######## alu_sequencer_flat ########
File: config.mk
export PLATFORM = sky130hd
export DESIGN_NAME = alu_sequencer_flat
export DESIGN_NICKNAME = d
export VERILOG_FILES = /design/src/rtl/alu_pkg.sv /design/src/rtl/alu_sequencer_if.sv /design/src/rtl/alu_op_decode.sv /design/src/rtl/alu_sequencer.sv /design/src/flat_wrapper.sv
export SDC_FILE = /design/constraint.sdc
export NUM_CORES = 1
export LEC_CHECK = 0
export CAP_MARGIN = 30
export CORE_MARGIN = 2
export CORE_UTILIZATION = 44
export DETAILED_ROUTE_END_ITERATION = 8
export GPL_ROUTABILITY_DRIVEN = 0
export PLACE_DENSITY = 0.87
export RECOVER_POWER = 50
export SLEW_MARGIN = 15
export SYNTH_ARGS = -nofsm -noshare
export SYNTH_HDL_FRONTEND = slang
export SYNTH_SLANG_ARGS = --single-unit
File: constraint.sdc
create_clock -name clk -period 2.2 [get_ports clk]
set_input_delay 0.22 -clock clk [delete_from_list [all_inputs] [get_ports clk]]
set_output_delay 0.22 -clock clk [all_outputs]
set_load 0.03 [all_outputs]
File: src/rtl/alu_pkg.sv
// alu_pkg: shared types and constants for the ALU result-path sequencer.
//   op_e     : 3-bit opcode, AND..MULT plus the illegal code 7
//   state_e  : sequencer states IDLE / EXEC / RESP
//   SEL_W    : width of the one-hot output-mux select
//   CNT_W    : width of the EXEC cycle counter (holds up to 15)
package alu_pkg;

   localparam int SEL_W           = 7;
   localparam int MULT_CYCLES_DEF = 4;
   localparam int CNT_W           = 4;

   typedef enum logic [2:0] {
      OP_AND     = 3'd0,
      OP_OR      = 3'd1,
      OP_XOR     = 3'd2,
      OP_NOT     = 3'd3,
      OP_ADD     = 3'd4,
      OP_SUB     = 3'd5,
      OP_MULT    = 3'd6,
      OP_ILLEGAL = 3'd7
   } op_e;

   typedef enum logic [1:0] {
      ST_IDLE,
      ST_EXEC,
      ST_RESP
   } state_e;

endpackage

File: src/rtl/alu_sequencer_if.sv
// alu_sequencer_if: request/response handshake, operand and select bundle
// between the control side, the sequencer and the ALU datapath.
//   slave  : the sequencer (takes requests and mux_out, drives operands,
//            select and the response)
//   master : the environment (requester, consumer and datapath)
interface alu_sequencer_if #(
   parameter int K = 7
) ();
   import alu_pkg::*;

   logic             req_valid;
   logic             req_ready;
   logic [2:0]       req_op;
   logic [K-1:0]     req_a;
   logic [K-1:0]     req_b;
   logic [K-1:0]     alu_a;
   logic [K-1:0]     alu_b;
   logic [SEL_W-1:0] sel;
   logic [K-1:0]     mux_out;
   logic             rsp_valid;
   logic             rsp_ready;
   logic [K-1:0]     rsp_data;
   logic             rsp_err;
   logic             busy;

   modport slave (
      input  req_valid, req_op, req_a, req_b, mux_out, rsp_ready,
      output req_ready, alu_a, alu_b, sel, rsp_valid, rsp_data, rsp_err, busy
   );

   modport master (
      output req_valid, req_op, req_a, req_b, mux_out, rsp_ready,
      input  req_ready, alu_a, alu_b, sel, rsp_valid, rsp_data, rsp_err, busy
   );

endinterface

File: src/rtl/alu_op_decode.sv
// alu_op_decode: combinational opcode decoder.
//   op      in  3      opcode
//   sel     out SEL_W  one-hot select, bit n for opcode n; zero for illegal
//   illegal out 1      opcode has no functional unit
module alu_op_decode
   import alu_pkg::*;
(
   input  logic [2:0]       op,
   output logic [SEL_W-1:0] sel,
   output logic             illegal
);

   always_comb begin
      sel     = '0;
      illegal = (op == OP_ILLEGAL);
      for (int unsigned i = 0; i < SEL_W; i++) begin
         if (op == 3'(i)) begin
            sel[i] = 1'b1;
         end
      end
   end

endmodule

File: src/rtl/alu_sequencer.sv
// alu_sequencer: accepts one ALU request at a time, registers the operands,
// holds the one-hot mux select for 1 cycle (MULT_CYCLES for multiply),
// captures the mux output and returns it on the response channel.
//   clk  in  rising-edge clock
//   rst  in  asynchronous active-high reset
//   bus  slave modport of alu_sequencer_if (request, operands, select,
//        mux result, response, busy)
module alu_sequencer
   import alu_pkg::*;
#(
   parameter int K           = 7,
   parameter int MULT_CYCLES = MULT_CYCLES_DEF
) (
   input logic            clk,
   input logic            rst,
   alu_sequencer_if.slave bus
);

   state_e           state_q,    state_d;
   logic [CNT_W-1:0] cnt_q,      cnt_d;
   logic [K-1:0]     alu_a_q,    alu_a_d;
   logic [K-1:0]     alu_b_q,    alu_b_d;
   logic [SEL_W-1:0] sel_q,      sel_d;
   logic [K-1:0]     rsp_data_q, rsp_data_d;
   logic             rsp_err_q,  rsp_err_d;

   logic [SEL_W-1:0] dec_sel;
   logic             dec_illegal;

   alu_op_decode u_decode (
      .op      (bus.req_op),
      .sel     (dec_sel),
      .illegal (dec_illegal)
   );

   always_ff @(posedge clk or posedge rst) begin
      if (rst) begin
         state_q    <= ST_IDLE;
         cnt_q      <= '0;
         alu_a_q    <= '0;
         alu_b_q    <= '0;
         sel_q      <= '0;
         rsp_data_q <= '0;
         rsp_err_q  <= 1'b0;
      end else begin
         state_q    <= state_d;
         cnt_q      <= cnt_d;
         alu_a_q    <= alu_a_d;
         alu_b_q    <= alu_b_d;
         sel_q      <= sel_d;
         rsp_data_q <= rsp_data_d;
         rsp_err_q  <= rsp_err_d;
      end
   end

   // The opcode register is kept in decoded one-hot form (sel_q), so the
   // select comes straight from a flop and never glitches through a decoder.
   always_comb begin
      state_d    = state_q;
      cnt_d      = cnt_q;
      alu_a_d    = alu_a_q;
      alu_b_d    = alu_b_q;
      sel_d      = sel_q;
      rsp_data_d = rsp_data_q;
      rsp_err_d  = rsp_err_q;

      case (state_q)
         ST_IDLE: begin
            if (bus.req_valid) begin
               alu_a_d = bus.req_a;
               alu_b_d = bus.req_b;
               if (dec_illegal) begin
                  rsp_data_d = '0;
                  rsp_err_d  = 1'b1;
                  state_d    = ST_RESP;
               end else begin
                  sel_d   = dec_sel;
                  cnt_d   = (bus.req_op == OP_MULT) ? CNT_W'(MULT_CYCLES) : CNT_W'(1);
                  state_d = ST_EXEC;
               end
            end
         end
         ST_EXEC: begin
            cnt_d = cnt_q - CNT_W'(1);
            // <= also catches a zero count so the FSM can never stall here
            if (cnt_q <= CNT_W'(1)) begin
               rsp_data_d = bus.mux_out;
               rsp_err_d  = 1'b0;
               sel_d      = '0;
               state_d    = ST_RESP;
            end
         end
         ST_RESP: begin
            if (bus.rsp_ready) begin
               state_d = ST_IDLE;
            end
         end
         default: begin
            state_d = ST_IDLE;
            sel_d   = '0;
         end
      endcase
   end

   always_comb begin
      bus.req_ready = (state_q == ST_IDLE);
      bus.rsp_valid = (state_q == ST_RESP);
      bus.busy      = (state_q != ST_IDLE);
      bus.alu_a     = alu_a_q;
      bus.alu_b     = alu_b_q;
      bus.sel       = sel_q;
      bus.rsp_data  = rsp_data_q;
      bus.rsp_err   = rsp_err_q;
   end

endmodule

File: src/flat_wrapper.sv
// flat-port wrapper written by rule: the top's interface ports become plain ports
module alu_sequencer_flat import alu_pkg::*;
#(
   parameter int K           = 7,
   parameter int MULT_CYCLES = MULT_CYCLES_DEF
)
  (clk, rst, bus_req_valid, bus_req_op, bus_req_a, bus_req_b, bus_mux_out, bus_rsp_ready, bus_req_ready, bus_alu_a, bus_alu_b, bus_sel, bus_rsp_valid, bus_rsp_data, bus_rsp_err, bus_busy);
  alu_sequencer_if #(.K(K)) bus_i ();
  input logic clk;
  input logic rst;
  input wire logic [$bits(bus_i.req_valid)-1:0] bus_req_valid;
  input wire logic [$bits(bus_i.req_op)-1:0] bus_req_op;
  input wire logic [$bits(bus_i.req_a)-1:0] bus_req_a;
  input wire logic [$bits(bus_i.req_b)-1:0] bus_req_b;
  input wire logic [$bits(bus_i.mux_out)-1:0] bus_mux_out;
  input wire logic [$bits(bus_i.rsp_ready)-1:0] bus_rsp_ready;
  output wire logic [$bits(bus_i.req_ready)-1:0] bus_req_ready;
  output wire logic [$bits(bus_i.alu_a)-1:0] bus_alu_a;
  output wire logic [$bits(bus_i.alu_b)-1:0] bus_alu_b;
  output wire logic [$bits(bus_i.sel)-1:0] bus_sel;
  output wire logic [$bits(bus_i.rsp_valid)-1:0] bus_rsp_valid;
  output wire logic [$bits(bus_i.rsp_data)-1:0] bus_rsp_data;
  output wire logic [$bits(bus_i.rsp_err)-1:0] bus_rsp_err;
  output wire logic [$bits(bus_i.busy)-1:0] bus_busy;
  assign bus_i.req_valid = bus_req_valid;
  assign bus_i.req_op = bus_req_op;
  assign bus_i.req_a = bus_req_a;
  assign bus_i.req_b = bus_req_b;
  assign bus_i.mux_out = bus_mux_out;
  assign bus_i.rsp_ready = bus_rsp_ready;
  assign bus_req_ready = bus_i.req_ready;
  assign bus_alu_a = bus_i.alu_a;
  assign bus_alu_b = bus_i.alu_b;
  assign bus_sel = bus_i.sel;
  assign bus_rsp_valid = bus_i.rsp_valid;
  assign bus_rsp_data = bus_i.rsp_data;
  assign bus_rsp_err = bus_i.rsp_err;
  assign bus_busy = bus_i.busy;
  alu_sequencer #(.K(K), .MULT_CYCLES(MULT_CYCLES)) u_core (.clk(clk), .rst(rst), .bus(bus_i));
endmodule
######## p_mul_seq ########
File: config.mk
export PLATFORM = sky130hd
export DESIGN_NAME = p_mul_seq
export DESIGN_NICKNAME = d
export VERILOG_FILES = /design/src/rtl/p_mul_pkg.sv /design/src/rtl/p_mul_step.sv /design/src/rtl/p_mul_seq.sv
export SDC_FILE = /design/constraint.sdc
export NUM_CORES = 1
export LEC_CHECK = 0
export ABC_CLOCK_PERIOD_IN_PS = 4700
export CORE_UTILIZATION = 55
export CTS_CLUSTER_DIAMETER = 80
export CTS_CLUSTER_SIZE = 10
export DETAILED_ROUTE_END_ITERATION = 6
export PLACE_DENSITY = 0.86
export SKIP_LAST_GASP = 1
export SLEW_MARGIN = 20
export SYNTH_ARGS = -nofsm -noshare
export SYNTH_HDL_FRONTEND = slang
export SYNTH_SLANG_ARGS = --single-unit
File: constraint.sdc
create_clock -name clock -period 4.7 [get_ports clock]
set_input_delay 0.47 -clock clock [delete_from_list [all_inputs] [get_ports clock]]
set_output_delay 0.47 -clock clock [all_outputs]
set_load 0.02 [all_outputs]
File: src/rtl/p_mul_pkg.sv
// Shared types and helpers for the parametrised sequential packed multiplier.
package p_mul_pkg;

    typedef enum logic [1:0] {
        StIdle,
        StBusy,
        StDone
    } state_e;

    localparam logic [4:0] PwFull      = 5'b00001;
    localparam logic [4:0] PwHalf      = 5'b00010;
    localparam logic [4:0] PwQuarter   = 5'b00100;
    localparam logic [4:0] PwEighth    = 5'b01000;
    localparam logic [4:0] PwSixteenth = 5'b10000;

    localparam int unsigned NumWidths = 5;

    // Lane width W = XLEN >> index; the lowest set bit wins and an all-zero select means full width.
    function automatic logic [2:0] pw_index(input logic [4:0] pw);
        if (|(pw & PwFull))           return 3'd0;
        else if (|(pw & PwHalf))      return 3'd1;
        else if (|(pw & PwQuarter))   return 3'd2;
        else if (|(pw & PwEighth))    return 3'd3;
        else if (|(pw & PwSixteenth)) return 3'd4;
        return 3'd0;
    endfunction

    function automatic logic [5:0] pw_log2w(input logic [4:0] pw, input int unsigned log2_xlen);
        return 6'(log2_xlen) - 6'(pw_index(pw));
    endfunction

    function automatic bit bps_legal(input int unsigned bps);
        return (bps == 1) || (bps == 2) || (bps == 4);
    endfunction

    function automatic int unsigned bps_log2(input int unsigned bps);
        return (bps == 4) ? 2 : ((bps == 2) ? 1 : 0);
    endfunction

endpackage

File: src/rtl/p_mul_step.sv
// One iteration of the lane-masked shift-add / shift-xor recurrence for every lane width;
// the active width selects which candidate partial sum is used.
module p_mul_step
    import p_mul_pkg::*;
#(
    parameter int unsigned XLEN = 32,
    parameter int unsigned BPS  = 1
) (
    input  logic [2*XLEN-1:0] ps_i,
    input  logic [XLEN-1:0]   rs1_i,
    input  logic [XLEN-1:0]   mplr_i,
    input  logic [5:0]        log2w_i,
    input  logic              clmul_i,
    output logic [2*XLEN-1:0] ps_o
);
    localparam int unsigned Log2Xlen = $clog2(XLEN);

    logic [NumWidths*2*XLEN-1:0] ps_all;

    for (genvar k = 0; k < NumWidths; k++) begin : gen_width
        localparam int unsigned W     = XLEN >> k;
        // Narrow lanes retire at most W bits per step, so the whole product takes one step.
        localparam int unsigned E     = (BPS < W) ? BPS : W;
        localparam int unsigned Lanes = 1 << k;

        logic [2*XLEN-1:0] nxt;

        always_comb begin
            logic [2*W+E-1:0] acc;
            logic [2*W+E-1:0] term;
            nxt  = '0;
            acc  = '0;
            term = '0;
            for (int l = 0; l < Lanes; l++) begin
                acc = {{E{1'b0}}, ps_i[l*2*W +: 2*W]};
                for (int j = 0; j < E; j++) begin
                    term = {{E{1'b0}}, rs1_i[l*W +: W], {W{1'b0}}} << j;
                    if (mplr_i[l*W + j]) begin
                        acc = clmul_i ? (acc ^ term) : (acc + term);
                    end
                end
                // Dropping the low E bits is the per-lane right shift; carries stay in the lane.
                nxt[l*2*W +: 2*W] = acc[E +: 2*W];
            end
        end

        assign ps_all[k*2*XLEN +: 2*XLEN] = nxt;
    end

    always_comb begin
        ps_o = ps_all[2*XLEN-1:0];
        for (int unsigned k = 0; k < NumWidths; k++) begin
            if (log2w_i == 6'(Log2Xlen - k)) begin
                ps_o = ps_all[k*2*XLEN +: 2*XLEN];
            end
        end
    end

    // Only the low slice of each lane is consumed; higher bits arrive via the per-step shift.
    logic unused_mplr;
    assign unused_mplr = ^mplr_i;

endmodule

File: src/rtl/p_mul_seq.sv
// Sequential packed multiplier (integer or carry-less, low or high half) with
// valid/ready handshakes on both sides and synchronous flush.
module p_mul_seq
    import p_mul_pkg::*;
#(
    parameter int unsigned XLEN = 32,
    parameter int unsigned BPS  = 1
) (
    input  logic            clock,
    input  logic            resetn,
    input  logic            flush,
    input  logic            in_valid,
    output logic            in_ready,
    input  logic            in_hi,
    input  logic            in_clmul,
    input  logic [4:0]      in_pw,
    input  logic [XLEN-1:0] in_rs1,
    input  logic [XLEN-1:0] in_rs2,
    output logic            out_valid,
    input  logic            out_ready,
    output logic [XLEN-1:0] out_result
);
    localparam int unsigned Log2Xlen = $clog2(XLEN);
    localparam int unsigned Log2Bps  = bps_log2(BPS);
    localparam int unsigned StepW    = $clog2(XLEN);

    if (!bps_legal(BPS)) begin : gen_bad_bps
        $error("p_mul_seq: BPS must be 1, 2 or 4");
    end
    if ((XLEN < 32) || ((XLEN & (XLEN - 1)) != 0)) begin : gen_bad_xlen
        $error("p_mul_seq: XLEN must be a power of two, at least 32");
    end

    state_e            state_q, state_d;
    logic [StepW-1:0]  step_q, step_d, step_last_idx;
    logic [2*XLEN-1:0] ps_q, ps_d, ps_nxt;
    logic [XLEN-1:0]   rs1_q, rs1_d, mplr_q, mplr_d, result;
    logic [5:0]        log2w_q, log2w_d;
    logic              hi_q, hi_d, clmul_q, clmul_d;
    logic              accept, step_last;

    assign accept = in_valid & in_ready & ~flush;

    always_ff @(posedge clock or negedge resetn) begin
        if (!resetn) begin
            state_q <= StIdle;
        end else begin
            state_q <= state_d;
        end
    end

    always_comb begin
        state_d = state_q;
        if (flush) begin
            state_d = StIdle;
        end else begin
            case (state_q)
                StIdle:  if (in_valid) state_d = StBusy;
                StBusy:  if (step_last) state_d = StDone;
                StDone:  if (out_ready) state_d = in_valid ? StBusy : StIdle;
                default: state_d = StIdle;
            endcase
        end
    end

    always_comb begin
        in_ready   = 1'b0;
        out_valid  = 1'b0;
        out_result = '0;
        case (state_q)
            StIdle: in_ready = 1'b1;
            StDone: begin
                in_ready   = out_ready;
                out_valid  = 1'b1;
                out_result = result;
            end
            default: ;
        endcase
    end

    // Last step index is W/E - 1 where E = min(BPS, W).
    always_comb begin
        if (int'(log2w_q) <= int'(Log2Bps)) begin
            step_last_idx = '0;
        end else begin
            step_last_idx = StepW'((32'd1 << (log2w_q - 6'(Log2Bps))) - 32'd1);
        end
    end
    assign step_last = (step_q == step_last_idx);

    always_comb begin
        rs1_d   = rs1_q;
        mplr_d  = mplr_q;
        hi_d    = hi_q;
        clmul_d = clmul_q;
        log2w_d = log2w_q;
        ps_d    = ps_q;
        step_d  = step_q;
        if (flush) begin
            step_d = '0;
        end else if (accept) begin
            rs1_d   = in_rs1;
            mplr_d  = in_rs2;
            hi_d    = in_hi;
            clmul_d = in_clmul;
            log2w_d = pw_log2w(in_pw, Log2Xlen);
            ps_d    = '0;
            step_d  = '0;
        end else if (state_q == StBusy) begin
            ps_d   = ps_nxt;
            // A whole-word shift is safe: each lane only reads its low bits before they run out.
            mplr_d = mplr_q >> BPS;
            step_d = step_last ? '0 : step_q + 1'b1;
        end
    end

    always_ff @(posedge clock or negedge resetn) begin
        if (!resetn) begin
            rs1_q   <= '0;
            mplr_q  <= '0;
            hi_q    <= 1'b0;
            clmul_q <= 1'b0;
            log2w_q <= 6'(Log2Xlen);
            ps_q    <= '0;
            step_q  <= '0;
        end else begin
            rs1_q   <= rs1_d;
            mplr_q  <= mplr_d;
            hi_q    <= hi_d;
            clmul_q <= clmul_d;
            log2w_q <= log2w_d;
            ps_q    <= ps_d;
            step_q  <= step_d;
        end
    end

    p_mul_step #(
        .XLEN (XLEN),
        .BPS  (BPS)
    ) u_step (
        .ps_i    (ps_q),
        .rs1_i   (rs1_q),
        .mplr_i  (mplr_q),
        .log2w_i (log2w_q),
        .clmul_i (clmul_q),
        .ps_o    (ps_nxt)
    );

    logic [NumWidths*XLEN-1:0] res_all;

    for (genvar k = 0; k < NumWidths; k++) begin : gen_res
        localparam int unsigned W = XLEN >> k;
        for (genvar l = 0; l < (1 << k); l++) begin : gen_lane
            assign res_all[k*XLEN + l*W +: W] = hi_q ? ps_q[l*2*W + W +: W] : ps_q[l*2*W +: W];
        end
    end

    always_comb begin
        result = res_all[XLEN-1:0];
        for (int unsigned k = 0; k < NumWidths; k++) begin
            if (log2w_q == 6'(Log2Xlen - k)) begin
                result = res_all[k*XLEN +: XLEN];
            end
        end
    end

endmodule

alu_sequencer_flat, routed metal, one color a layer:
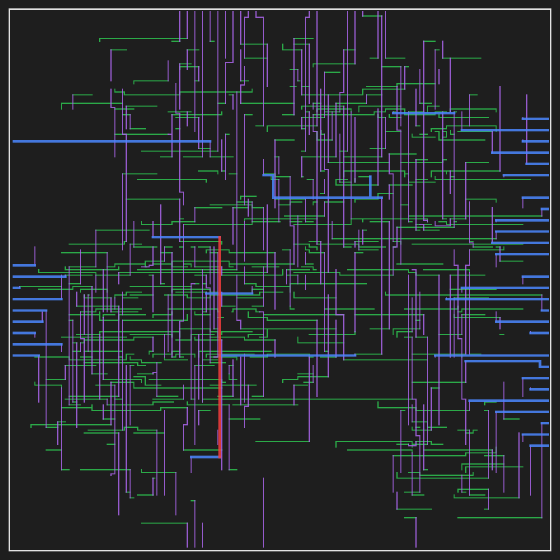
| color | layer | wire length |
|---|---|---|
| blue | M3 | 263 um |
| purple | M2 | 1710 um |
| red | M4 | 26.5 um |
| green | M1 | 1600 um |

alu_sequencer_flat, the metal 1 layer:
Supply wires on this layer in gray.
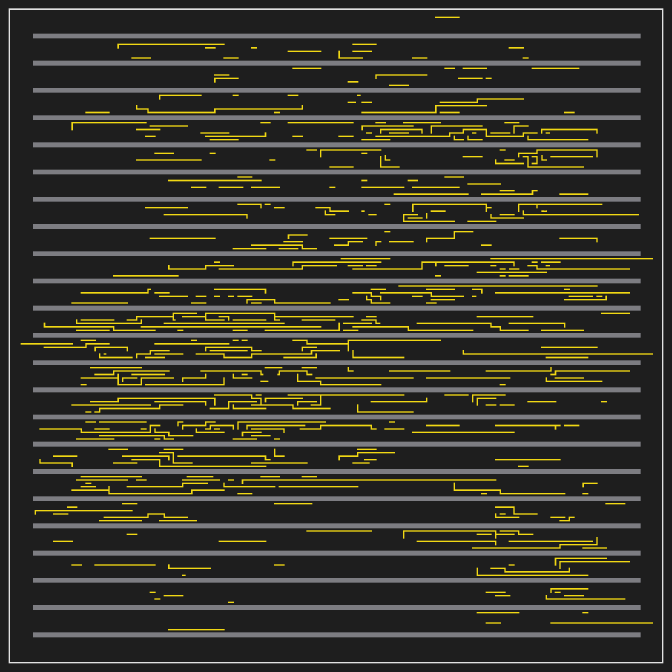
wire length on this layer: 1600 um
nets with wire on the layer: 195
main direction: horizontal
GR Util met1: 0.234
vias post-DR: 1287
routed wire length: 3610 um

==> impl_results.rst, alu_sequencer_flat <==
Flow metrics
------------

.. list-table::
   :header-rows: 1

   * - Metric
     - Value
   * - Post-DR vias/cell
     - 5.15
   * - DRC marker count from the first detailed-route iteration
     - 74
   * - Synth warn
     - 0
   * - Most common library cell in the layout ignoring fill and taps
     - sky130_fd_sc_hd__clkdlybuf4s50_1
   * - Average instance area after synthesis
     - 11.8 um2
   * - Total tool warning count
     - 27
   * - Buffer type at the clock tree root
     - sky130_fd_sc_hd__clkbuf_8
   * - Area post-placement
     - 0.00225 mm2
   * - XOR/XNOR Area Share
     - 0
   * - Final-report hold violation count
     - 0
   * - Global-route wire length before repair
     - 5920 um
   * - Wire length per cell after detailed routing
     - 14.4 um
   * - Number of cells after detailed placement
     - 242
   * - Outcome
     - finished, final reports clean
   * - Full die area
     - 0.00424 mm2
   * - Data required time of the worst path
     - 1980 ps
   * - Critical path startpoint category
     - flip-flop
   * - Initial core utilization
     - 0.453
   * - Number of global-route vias before repair
     - 1289
   * - Clock net sink count
     - 35
[alu_sequencer_flat: power breakdown]
group | switching (mW) | internal, mW | leakage [nW] | total [mW]
Sequential | 0.179 | 0.920 | 0.435 | 1.10
Clock | 0.229 | 0.216 | 0.0477 | 0.446
Combinational | 1.09 | 0.865 | 0.546 | 1.96
Total | 1.50 | 2.00 | 1.03 | 3.50
[alu_sequencer_flat: area by class of cell]
cell class                      instances  area (um2)
Clock inverter                          3        15.0
Clock buffer                            5        68.8
Timing Repair Buffer                   61         603
Inverter                               10        37.5
Multi-Input combinational cell         88         672
Tap cell                               48        60.1
Fill cell                             311        1300
Sequential cell                        35         876
[alu_sequencer_flat: state kept, by name, indices dropped and copies added (netlist names)]
| register | count |
|---|---|
| u_core.bus.alu_b | 7 |
| u_core.bus.rsp_data | 7 |
| u_core.bus.rsp_err | 1 |
| u_core.cnt_q | 4 |
| u_core.bus.alu_a | 7 |
| u_core.state_q | 2 |
| u_core.bus.sel | 7 |
[alu_sequencer_flat: metrics by stage]
step	worst slack [ps]	hold slack [ps]
detailed placement	322	485
global route	44.0	521
finish	129	501
CTS	120	337
global placement	429	487
floorplan	393	302
p_mul_seq, the metal 1 layer:
Supply wires on this layer in gray.
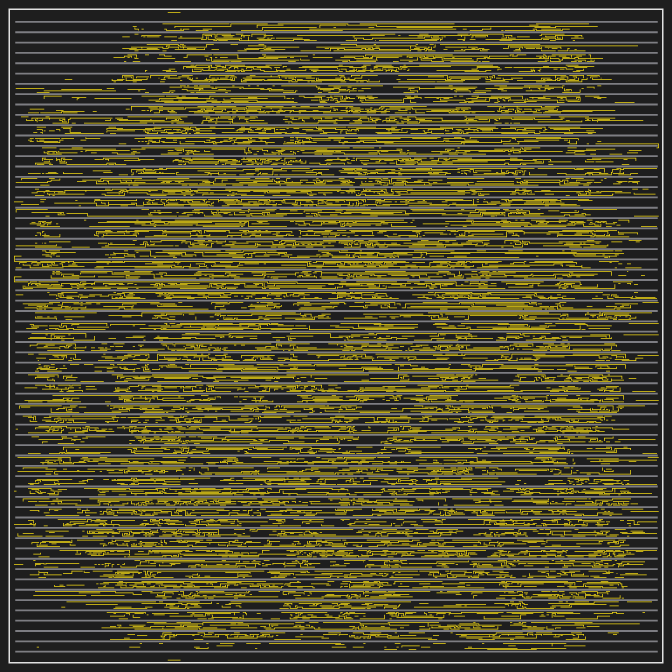
share of all routed wire: 39%
wire length on this layer: 25.1 mm
main direction: horizontal

==> impl_results.rst, p_mul_seq <==
Flow metrics
------------

.. list-table::
   :header-rows: 1

   * - Metric
     - Value
   * - Failing checks
     - DRC
   * - Top cells by count, synth
     - sky130_fd_sc_hd__nand2_1, sky130_fd_sc_hd__nor2_1, sky130_fd_sc_hd__a21oi_1
   * - Outcome
     - complete, but fails checks
   * - Ys cells
     - 2138
   * - Final critical-path required period
     - 4320 ps
   * - Antenna violations before repair
     - 2
   * - Clock tree from TritonCTS
     - built
   * - Worst hold path type
     - in2async
   * - Total congestion overflow after global routing
     - 0
   * - Hold_buf cts
     - 0
   * - Clock latency of the later-clocked register in the worst-skew pair
     - 470 ps
   * - Highest ir drop seen on vdd
     - 0.370 mV
   * - Inverter tally of the final layout excluding the clock network
     - 57
   * - Synth area leaders
     - sky130_fd_sc_hd__dfrtp_1, sky130_fd_sc_hd__nand2_1, sky130_fd_sc_hd__ha_1
   * - Net Switching
     - 6.02 mW
   * - Nets@finish
     - 2354
   * - Input/output buffers
     - 109
   * - Final routed DRC violation total
     - 2
   * - Cell type with the highest aggregate area in the netlist
     - sky130_fd_sc_hd__dfrtp_1
   * - Height of the chip
     - 172 um
   * - # clk buffers
     - 20
   * - Arrival @ worst endpoint
     - 3850 ps
   * - Number of flops mapped to enable cells by yosys
     - 0
   * - Slew margin rel.
     - 0.269
   * - Clock network area share
     - 0.0339
## p_mul_seq: worst max-delay path: stages, from the launching register on
cell                              delay (ps)
sky130_fd_sc_hd__dfrtp_1                 630
sky130_fd_sc_hd__or2_1                   500
sky130_fd_sc_hd__nor3b_4                 110
sky130_fd_sc_hd__buf_4                   260
sky130_fd_sc_hd__nor2_1                  610
sky130_fd_sc_hd__nand2_1                 110
sky130_fd_sc_hd__a311oi_1                440
sky130_fd_sc_hd__clkdlybuf4s50_1         690
## p_mul_seq: flip-flops by register name (all words and copies together), names as in the netlist
| register | cells |
|---|---|
| rs1_q | 32 |
| step_q | 5 |
| mplr_q | 32 |
| log2w_q | 4 |
| ps_q | 64 |
| hi_q | 1 |
| clmul_q | 1 |
| state_q | 2 |
## p_mul_seq: metal layers
metal,GRT usage,vias up,part of all wire
met5,0,-,0
met4,0.230,0,0.054
met3,0.113,318,0.14
met2,0.650,1457,0.42
met1,0.600,8449,0.39
li1,-,7825,-

==> screenshots <==
Placed standard cells.
image #1
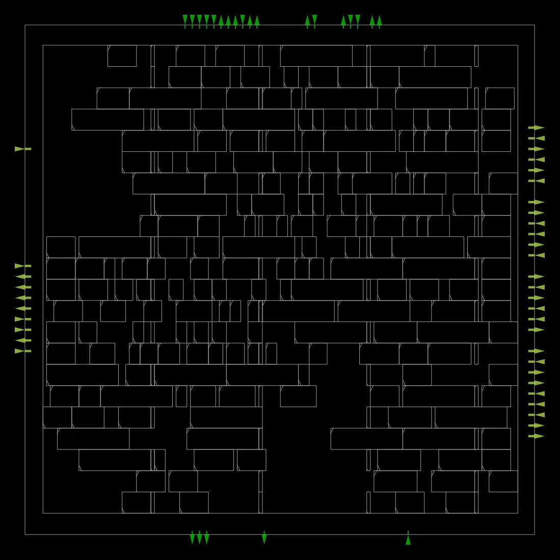
image #2
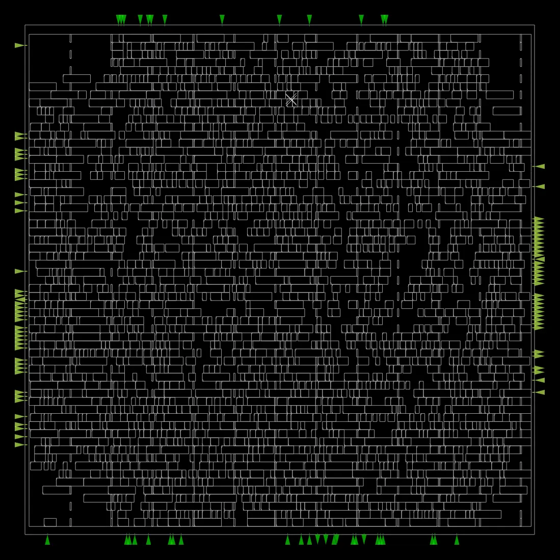
The one with the most sequential cells is image #2.
| from | picture |
|---|---|
| p_mul_seq | image #2 |
| alu_sequencer_flat | image #1 |



==> screenshots <==
Placed cells, one color a class.
picture 1
The bar under the picture is 50 um long. Fill, decap, tap and diode cells in gray.
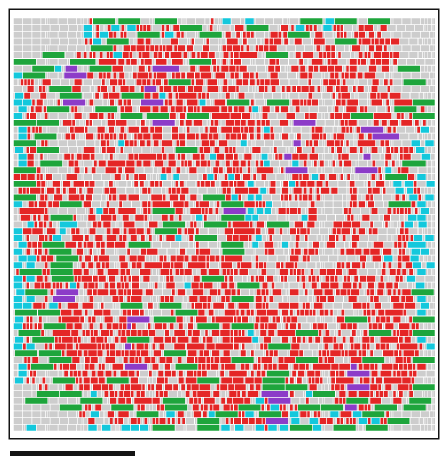
picture 2
The bar under the picture is 20 um long. Fill, decap, tap and diode cells in gray.
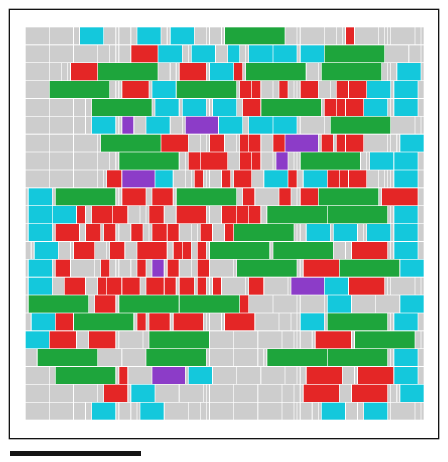
alu_sequencer_flat -> picture 2
p_mul_seq -> picture 1
- largest die: picture 1
- most cells: picture 1

Key to picture 1:
| color | class | cells | share of their area |
|---|---|---|---|
| purple | clock drivers and dummy loads | 29 | 3.5% |
| green | registers | 141 | 20% |
| cyan | remaining buffers and delay cells | 157 | 8.5% |
| red | remaining logic cells | 1831 | 68% |

No activity file was given, so power comes from the tool's default toggle rates.
